==================== interrupt_controller
## src/rtl/interrupt_controller.sv

```systemverilog
// -----------------------------------------------------------------------------
// interrupt_controller
//
// Priority interrupt controller between peripheral interrupt lines and the CPU
// control unit. Rising edges on irq_in are latched into a pending register,
// filtered by a writable enable mask, and the highest-priority candidate
// (lowest index) is offered to the CPU together with its handler address from
// a writable vector table.
//
// Build option:
//   INTC_NESTING_EN  defined   -> a candidate that outranks every in-service
//                                 source preempts it (nested handlers).
//                    undefined -> single-level: no request while anything is in
//                                 service, and reti clears all of active.
//
// Ports:
//   clk        system clock, all state updates on the rising edge
//   reset      synchronous active-high reset
//   irq_in     raw interrupt lines (bit 0 = highest priority)
//   calli      CPU accepts the current request this cycle
//   reti       CPU executes return-from-interrupt
//   mask_we    mask register write enable, mask_data = new mask (1 = enabled)
//   vec_we     vector table write enable, vec_idx/vec_data = entry and address
//   int_req    request to the CPU
//   vec_addr   handler address of the selected source
//   sel_idx    index of the selected source (0 when nothing is a candidate)
//   pending    pending register
//   active     in-service register
//   in_service OR-reduction of active
// -----------------------------------------------------------------------------
module interrupt_controller #(
  parameter int                N_IRQ      = 8,
  parameter int                ADDR_W     = 10,
  parameter int                IDX_W      = 3,
  parameter logic [ADDR_W-1:0] VEC_BASE   = 10'b1000000000,
  parameter int                VEC_STRIDE = 16
) (
  input  logic              clk,
  input  logic              reset,
  input  logic [N_IRQ-1:0]  irq_in,
  input  logic              calli,
  input  logic              reti,
  input  logic              mask_we,
  input  logic [N_IRQ-1:0]  mask_data,
  input  logic              vec_we,
  input  logic [IDX_W-1:0]  vec_idx,
  input  logic [ADDR_W-1:0] vec_data,
  output logic              int_req,
  output logic [ADDR_W-1:0] vec_addr,
  output logic [IDX_W-1:0]  sel_idx,
  output logic [N_IRQ-1:0]  pending,
  output logic [N_IRQ-1:0]  active,
  output logic              in_service
);

  // Priority level needs one extra code (N_IRQ) meaning "nothing in service".
  localparam int LVL_W = IDX_W + 1;

  logic [N_IRQ-1:0]  irq_prev_q, irq_prev_d;
  logic [N_IRQ-1:0]  pending_q, pending_d;
  logic [N_IRQ-1:0]  active_q, active_d;
  logic [N_IRQ-1:0]  mask_q, mask_d;
  logic [ADDR_W-1:0] vec_tab_q [N_IRQ];
  logic [ADDR_W-1:0] vec_tab_d [N_IRQ];

  logic [N_IRQ-1:0]  set_mask;
  logic [N_IRQ-1:0]  cand;
  logic [N_IRQ-1:0]  clr_onehot;
  logic [N_IRQ-1:0]  active_after_reti;
  logic [IDX_W-1:0]  sel_idx_c;
  logic [LVL_W-1:0]  cur_level;
  logic [ADDR_W-1:0] vec_addr_c;
  logic              int_req_c;
  logic              accept;

  // Selection: lowest set index of candidates and of the in-service set.
  // Scanning downwards lets the last hit (the lowest index) win.
  always_comb begin
    set_mask  = irq_in & ~irq_prev_q;
    cand      = pending_q & mask_q;
    sel_idx_c = '0;
    cur_level = LVL_W'(N_IRQ);
    for (int i = N_IRQ - 1; i >= 0; i--) begin
      if (cand[i])     sel_idx_c = IDX_W'(i);
      if (active_q[i]) cur_level = LVL_W'(i);
    end
  end

  // Request generation. With nothing in service cur_level is N_IRQ, so any
  // candidate qualifies; the single-level build additionally blocks while busy.
  always_comb begin
`ifdef INTC_NESTING_EN
    int_req_c = (cand != '0) && ({1'b0, sel_idx_c} < cur_level);
`else
    int_req_c = (cand != '0) && ({1'b0, sel_idx_c} < cur_level) && (active_q == '0);
`endif
  end

  assign accept = calli && int_req_c;

  // One-hot of the accepted source, and vector lookup as a compare-mux so the
  // index never has to be range-checked against the table size.
  always_comb begin
    clr_onehot = '0;
    vec_addr_c = vec_tab_q[0];
    for (int i = 0; i < N_IRQ; i++) begin
      clr_onehot[i] = accept && (sel_idx_c == IDX_W'(i));
      if (sel_idx_c == IDX_W'(i)) vec_addr_c = vec_tab_q[i];
    end
  end

  // reti is applied to the old active value before the calli set. With
  // nesting, x & (x-1) drops only the lowest set bit (innermost handler) and
  // leaves an empty set empty.
  always_comb begin
`ifdef INTC_NESTING_EN
    active_after_reti = reti ? (active_q & (active_q - N_IRQ'(1))) : active_q;
`else
    active_after_reti = reti ? '0 : active_q;
`endif
    active_d   = active_after_reti | clr_onehot;
    // A fresh edge on the bit being accepted wins and keeps it pending.
    pending_d  = (pending_q & ~clr_onehot) | set_mask;
    irq_prev_d = irq_in;
    mask_d     = mask_we ? mask_data : mask_q;
    // Only entries 0..N_IRQ-1 can match, so out-of-range writes fall away.
    for (int i = 0; i < N_IRQ; i++) begin
      vec_tab_d[i] = (vec_we && (vec_idx == IDX_W'(i))) ? vec_data : vec_tab_q[i];
    end
  end

  always_ff @(posedge clk) begin
    if (reset) begin
      // Tracking irq_in during reset means a line already high when reset is
      // released is not seen as an edge; it has to fall and rise again.
      irq_prev_q <= irq_in;
      pending_q  <= '0;
      active_q   <= '0;
      mask_q     <= '1;
      for (int i = 0; i < N_IRQ; i++) begin
        vec_tab_q[i] <= ADDR_W'(VEC_BASE + i * VEC_STRIDE);
      end
    end else begin
      irq_prev_q <= irq_prev_d;
      pending_q  <= pending_d;
      active_q   <= active_d;
      mask_q     <= mask_d;
      for (int i = 0; i < N_IRQ; i++) begin
        vec_tab_q[i] <= vec_tab_d[i];
      end
    end
  end

  assign int_req    = int_req_c;
  assign vec_addr   = vec_addr_c;
  assign sel_idx    = sel_idx_c;
  assign pending    = pending_q;
  assign active     = active_q;
  assign in_service = |active_q;

endmodule

```

## config.mk

```make
export PLATFORM = sky130hd
export DESIGN_NAME = interrupt_controller
export DESIGN_NICKNAME = d
export VERILOG_FILES = /design/src/rtl/interrupt_controller.sv
export SDC_FILE = /design/constraint.sdc
export NUM_CORES = 1
export LEC_CHECK = 0
export CELL_PAD_IN_SITES_DETAIL_PLACEMENT = 0
export CELL_PAD_IN_SITES_GLOBAL_PLACEMENT = 1
export CORE_MARGIN = 4
export CORE_UTILIZATION = 35
export DETAILED_ROUTE_END_ITERATION = 16
export PLACE_DENSITY_LB_ADDON = 0.15
export SLEW_MARGIN = 20
export SYNTH_ARGS = -nofsm -noshare
export SYNTH_HDL_FRONTEND = slang
export SYNTH_SLANG_ARGS = --single-unit
```

## constraint.sdc

```tcl
create_clock -name clk -period 3.6 [get_ports clk]
set_input_delay 0.72 -clock clk [delete_from_list [all_inputs] [get_ports clk]]
set_output_delay 0.72 -clock clk [all_outputs]
set_load 0.02 [all_outputs]
```

==================== vc_arbiter
`src/rtl/vc_arbiter.sv`:
```
// Weighted round-robin arbiter/router: pops one word at a time from VC0/VC1,
// routes it on one header bit, and pushes it into D0/D1 under almost_full back-pressure.
module vc_arbiter #(
   parameter int DATA_W    = 12,
   parameter int ROUTE_BIT = 11,
   parameter int W0        = 4,
   parameter int W1        = 1
) (
   input  logic              clk,
   input  logic              reset,
   input  logic [DATA_W-1:0] vc0_data,
   input  logic              vc0_empty,
   output logic              vc0_pop,
   input  logic [DATA_W-1:0] vc1_data,
   input  logic              vc1_empty,
   output logic              vc1_pop,
   input  logic              d0_almost_full,
   output logic              d0_push,
   output logic [DATA_W-1:0] d0_data,
   input  logic              d1_almost_full,
   output logic              d1_push,
   output logic [DATA_W-1:0] d1_data,
   output logic              grant,
   output logic              idle,
   output logic [7:0]        d0_count,
   output logic [7:0]        d1_count
);

   typedef enum logic [1:0] {S_IDLE, S_POP, S_CAPTURE, S_PUSH} state_t;

   localparam logic [3:0] W0_C = 4'(W0);
   localparam logic [3:0] W1_C = 4'(W1);

   state_t            state, state_nx;
   logic              cur, cur_nx;
   logic [3:0]        credit, credit_nx;
   logic [DATA_W-1:0] hold, hold_nx;
   logic              dest, dest_nx;

   logic              grant_nx, idle_nx;
   logic              vc0_pop_nx, vc1_pop_nx;
   logic              d0_push_nx, d1_push_nx;
   logic [DATA_W-1:0] d0_data_nx, d1_data_nx;
   logic [7:0]        d0_count_nx, d1_count_nx;

   logic [3:0]        w_cur;
   logic              pick;

   // NOTE: sequential state uses non-blocking assignments so every register
   // samples the pre-edge values computed by the combinational block.
   // NOTE: the hold/data registers are reset too, so an in-flight word is
   // discarded and the data outputs read 0 after reset.
   always_ff @(posedge clk or posedge reset) begin
      if (reset) begin
         state    <= S_IDLE;
         cur      <= 1'b0;
         credit   <= 4'd0;
         hold     <= '0;
         dest     <= 1'b0;
         grant    <= 1'b0;
         idle     <= 1'b1;
         vc0_pop  <= 1'b0;
         vc1_pop  <= 1'b0;
         d0_push  <= 1'b0;
         d1_push  <= 1'b0;
         d0_data  <= '0;
         d1_data  <= '0;
         d0_count <= 8'd0;
         d1_count <= 8'd0;
      end else begin
         state    <= state_nx;
         cur      <= cur_nx;
         credit   <= credit_nx;
         hold     <= hold_nx;
         dest     <= dest_nx;
         grant    <= grant_nx;
         idle     <= idle_nx;
         vc0_pop  <= vc0_pop_nx;
         vc1_pop  <= vc1_pop_nx;
         d0_push  <= d0_push_nx;
         d1_push  <= d1_push_nx;
         d0_data  <= d0_data_nx;
         d1_data  <= d1_data_nx;
         d0_count <= d0_count_nx;
         d1_count <= d1_count_nx;
      end
   end

   // NOTE: every signal written here gets a default first, so no path can
   // leave one unassigned and infer a latch.
   always_comb begin
      state_nx    = state;
      cur_nx      = cur;
      credit_nx   = credit;
      hold_nx     = hold;
      dest_nx     = dest;
      grant_nx    = grant;
      vc0_pop_nx  = 1'b0;
      vc1_pop_nx  = 1'b0;
      d0_push_nx  = 1'b0;
      d1_push_nx  = 1'b0;
      d0_data_nx  = d0_data;
      d1_data_nx  = d1_data;
      d0_count_nx = d0_count;
      d1_count_nx = d1_count;
      w_cur       = cur ? W1_C : W0_C;
      pick        = 1'b0;

      case (state)
         S_IDLE: begin
            if (!vc0_empty && !vc1_empty) begin
               // Both waiting: stay on cur until its weight is used up.
               if (credit < w_cur) begin
                  pick      = cur;
                  credit_nx = credit + 4'd1;
               end else begin
                  pick      = ~cur;
                  cur_nx    = ~cur;
                  credit_nx = 4'd1;
               end
            end else if (!vc0_empty || !vc1_empty) begin
               pick = vc0_empty;
               if (pick == cur) begin
                  credit_nx = (credit < w_cur) ? credit + 4'd1 : w_cur;
               end else begin
                  cur_nx    = pick;
                  credit_nx = 4'd1;
               end
            end

            if (!vc0_empty || !vc1_empty) begin
               grant_nx   = pick;
               vc0_pop_nx = ~pick;
               vc1_pop_nx = pick;
               state_nx   = S_POP;
            end
         end

         S_POP: begin
            state_nx = S_CAPTURE;
         end

         S_CAPTURE: begin
            hold_nx  = grant ? vc1_data : vc0_data;
            dest_nx  = hold_nx[ROUTE_BIT];
            state_nx = S_PUSH;
         end

         S_PUSH: begin
            // Only the selected destination's almost_full can stall the word.
            if (!dest && !d0_almost_full) begin
               d0_push_nx  = 1'b1;
               d0_data_nx  = hold;
               d0_count_nx = d0_count + 8'd1;
               state_nx    = S_IDLE;
            end else if (dest && !d1_almost_full) begin
               d1_push_nx  = 1'b1;
               d1_data_nx  = hold;
               d1_count_nx = d1_count + 8'd1;
               state_nx    = S_IDLE;
            end
         end

         default: begin
            state_nx = S_IDLE;
         end
      endcase

      idle_nx = (state_nx == S_IDLE);
   end

endmodule
```
`config.mk`:
```
export PLATFORM = sky130hd
export DESIGN_NAME = vc_arbiter
export DESIGN_NICKNAME = d
export VERILOG_FILES = /design/src/rtl/vc_arbiter.sv
export SDC_FILE = /design/constraint.sdc
export NUM_CORES = 1
export LEC_CHECK = 0
export CAP_MARGIN = 20
export CORE_MARGIN = 3
export CORE_UTILIZATION = 40
export CTS_CLUSTER_DIAMETER = 150
export DETAILED_ROUTE_END_ITERATION = 16
export PLACE_DENSITY = 0.71
export SLEW_MARGIN = 25
export SYNTH_ARGS = -nofsm -noshare
export SYNTH_HDL_FRONTEND = slang
export SYNTH_SLANG_ARGS = --single-unit
```
`constraint.sdc`:
```
create_clock -name clk -period 2.2 [get_ports clk]
set_input_delay 0.44 -clock clk [delete_from_list [all_inputs] [get_ports clk]]
set_output_delay 0.44 -clock clk [all_outputs]
set_load 0.01 [all_outputs]
```

## Gallery

The metal 3 layer.
Plate I
The bar under the picture is 50 um long.
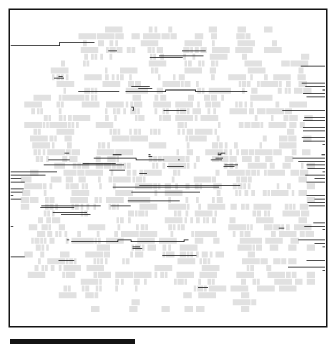
Plate II
The bar under the picture is 20 um long.
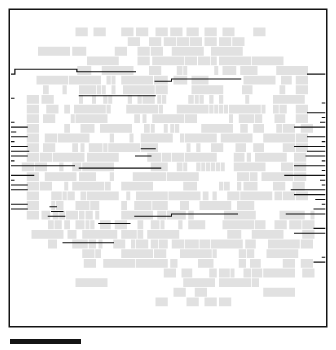
- interrupt_controller = Plate I
- vc_arbiter = Plate II

interrupt_controller, signal wires on met1:
Supply wires on this layer in gray.
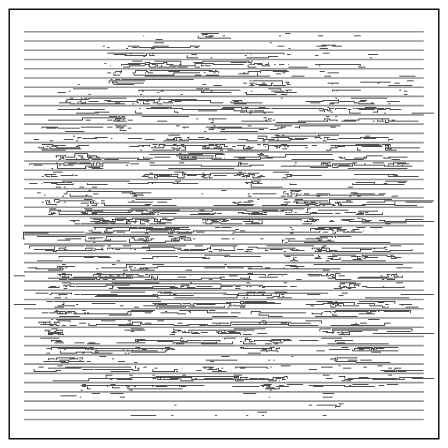
share of all routed wire: 44%
main direction: horizontal
nets with wire on the layer: 648
longest straight run: 51.1 um
wire length on this layer: 6640 um

==> out/qor.txt, interrupt_controller <==
Dominant combinational family - simple AND/OR/NAND/NOR gates
GR Util met3 - 0.05334
Power Total - 2.787 mW
# IOs - 66
top post-synthesis cells by area - dfxtp_1 (46%), nand2_1 (16%), a21oi_1 (9.8%), nand3b_1 (3.2%), nor2b_1 (2.4%)
most frequent cells in the layout - nand2_1 (210), dfxtp_1 (112), a21oi_1 (95), clkdlybuf4s50_1 (61), nor2_1 (28)
Multiplexer share - 0.02922
Layout non-clock buf frac - 0.1196
number of global-route vias before repair - 4209
overall global routing resource usage - 0.1868
Core Util, Final - 0.4408
FF-to-FF setup slack - 1.64 ns
ClkCell Share - 0.04326
status - complete, no violations
HP Start - vec_tab_q[1][28]$_SDFFE_PP0P_
Hold Crit Endpoint - vec_tab_q[1][28]$_SDFFE_PP0P_
setup TNS - 0 ns
Post-CTS Resized - 0
Worst Setup End Kind - output port
vc_arbiter, clock routing:
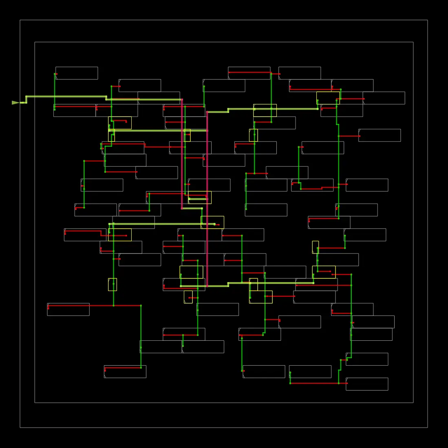
Sink Count: 65
num sequential: 65
clk_skew: 0.009066 ns
clock group power: 0.828 mW

vc_arbiter, signal wires on met1:
Supply wires on this layer in gray.
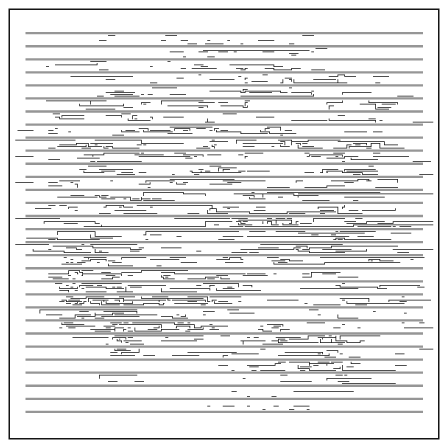
wire length on this layer: 2760 um
share of all routed wire: 45%

==> out/qor.txt, vc_arbiter <==
most frequent logic cell in the layout - clkdlybuf4s50_1
Placement Cell Area - 0.003625 mm^2
layout cells sized above 1 - 0.1155
Critical path buffers and inverters - 0
Post-synth seq share - 0.5887
adder-cell share of the synthesized area - 0.01810
die width - 89.15 um
most common cell in the netlist - dfrtp_1
final worst path period share - 0.8875
sequential share of power - 0.425
DRT antenna net count - 0
inverters - 4
Floorplan Nets - 276
Multiplexer share - 0.1000
multi-input gates - 163
Top-area cell share - 0.5792
setup slack at placement - 0.2477 ns
CP peak stage delay - 0.50 ns
DRT Wirelength - 6.070 mm
status - complete, no violations
startpoint types - flip-flop
Comb area - 0.001077 mm^2
Yosys top cell by area - dfrtp_1
Power Density - 1297 mW/mm^2
Layout non-clock buf frac - 0.2138
DRT met1 WL - 2.758 mm


==> gallery <==
Metal 2.
(a)
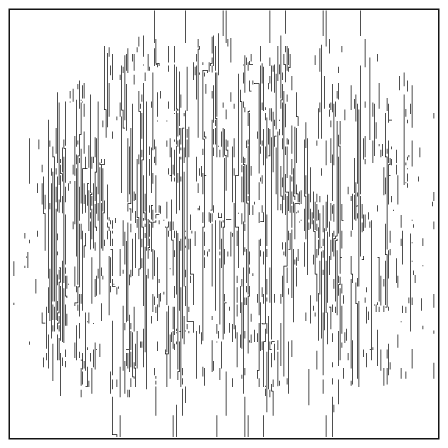
(b)
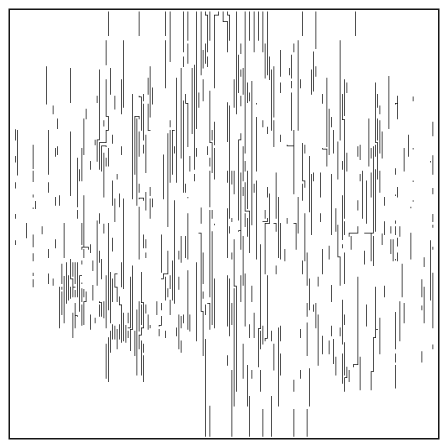
vc_arbiter: (b)
interrupt_controller: (a)

Power figures rest on the tool's default switching activity, not on a simulated workload.
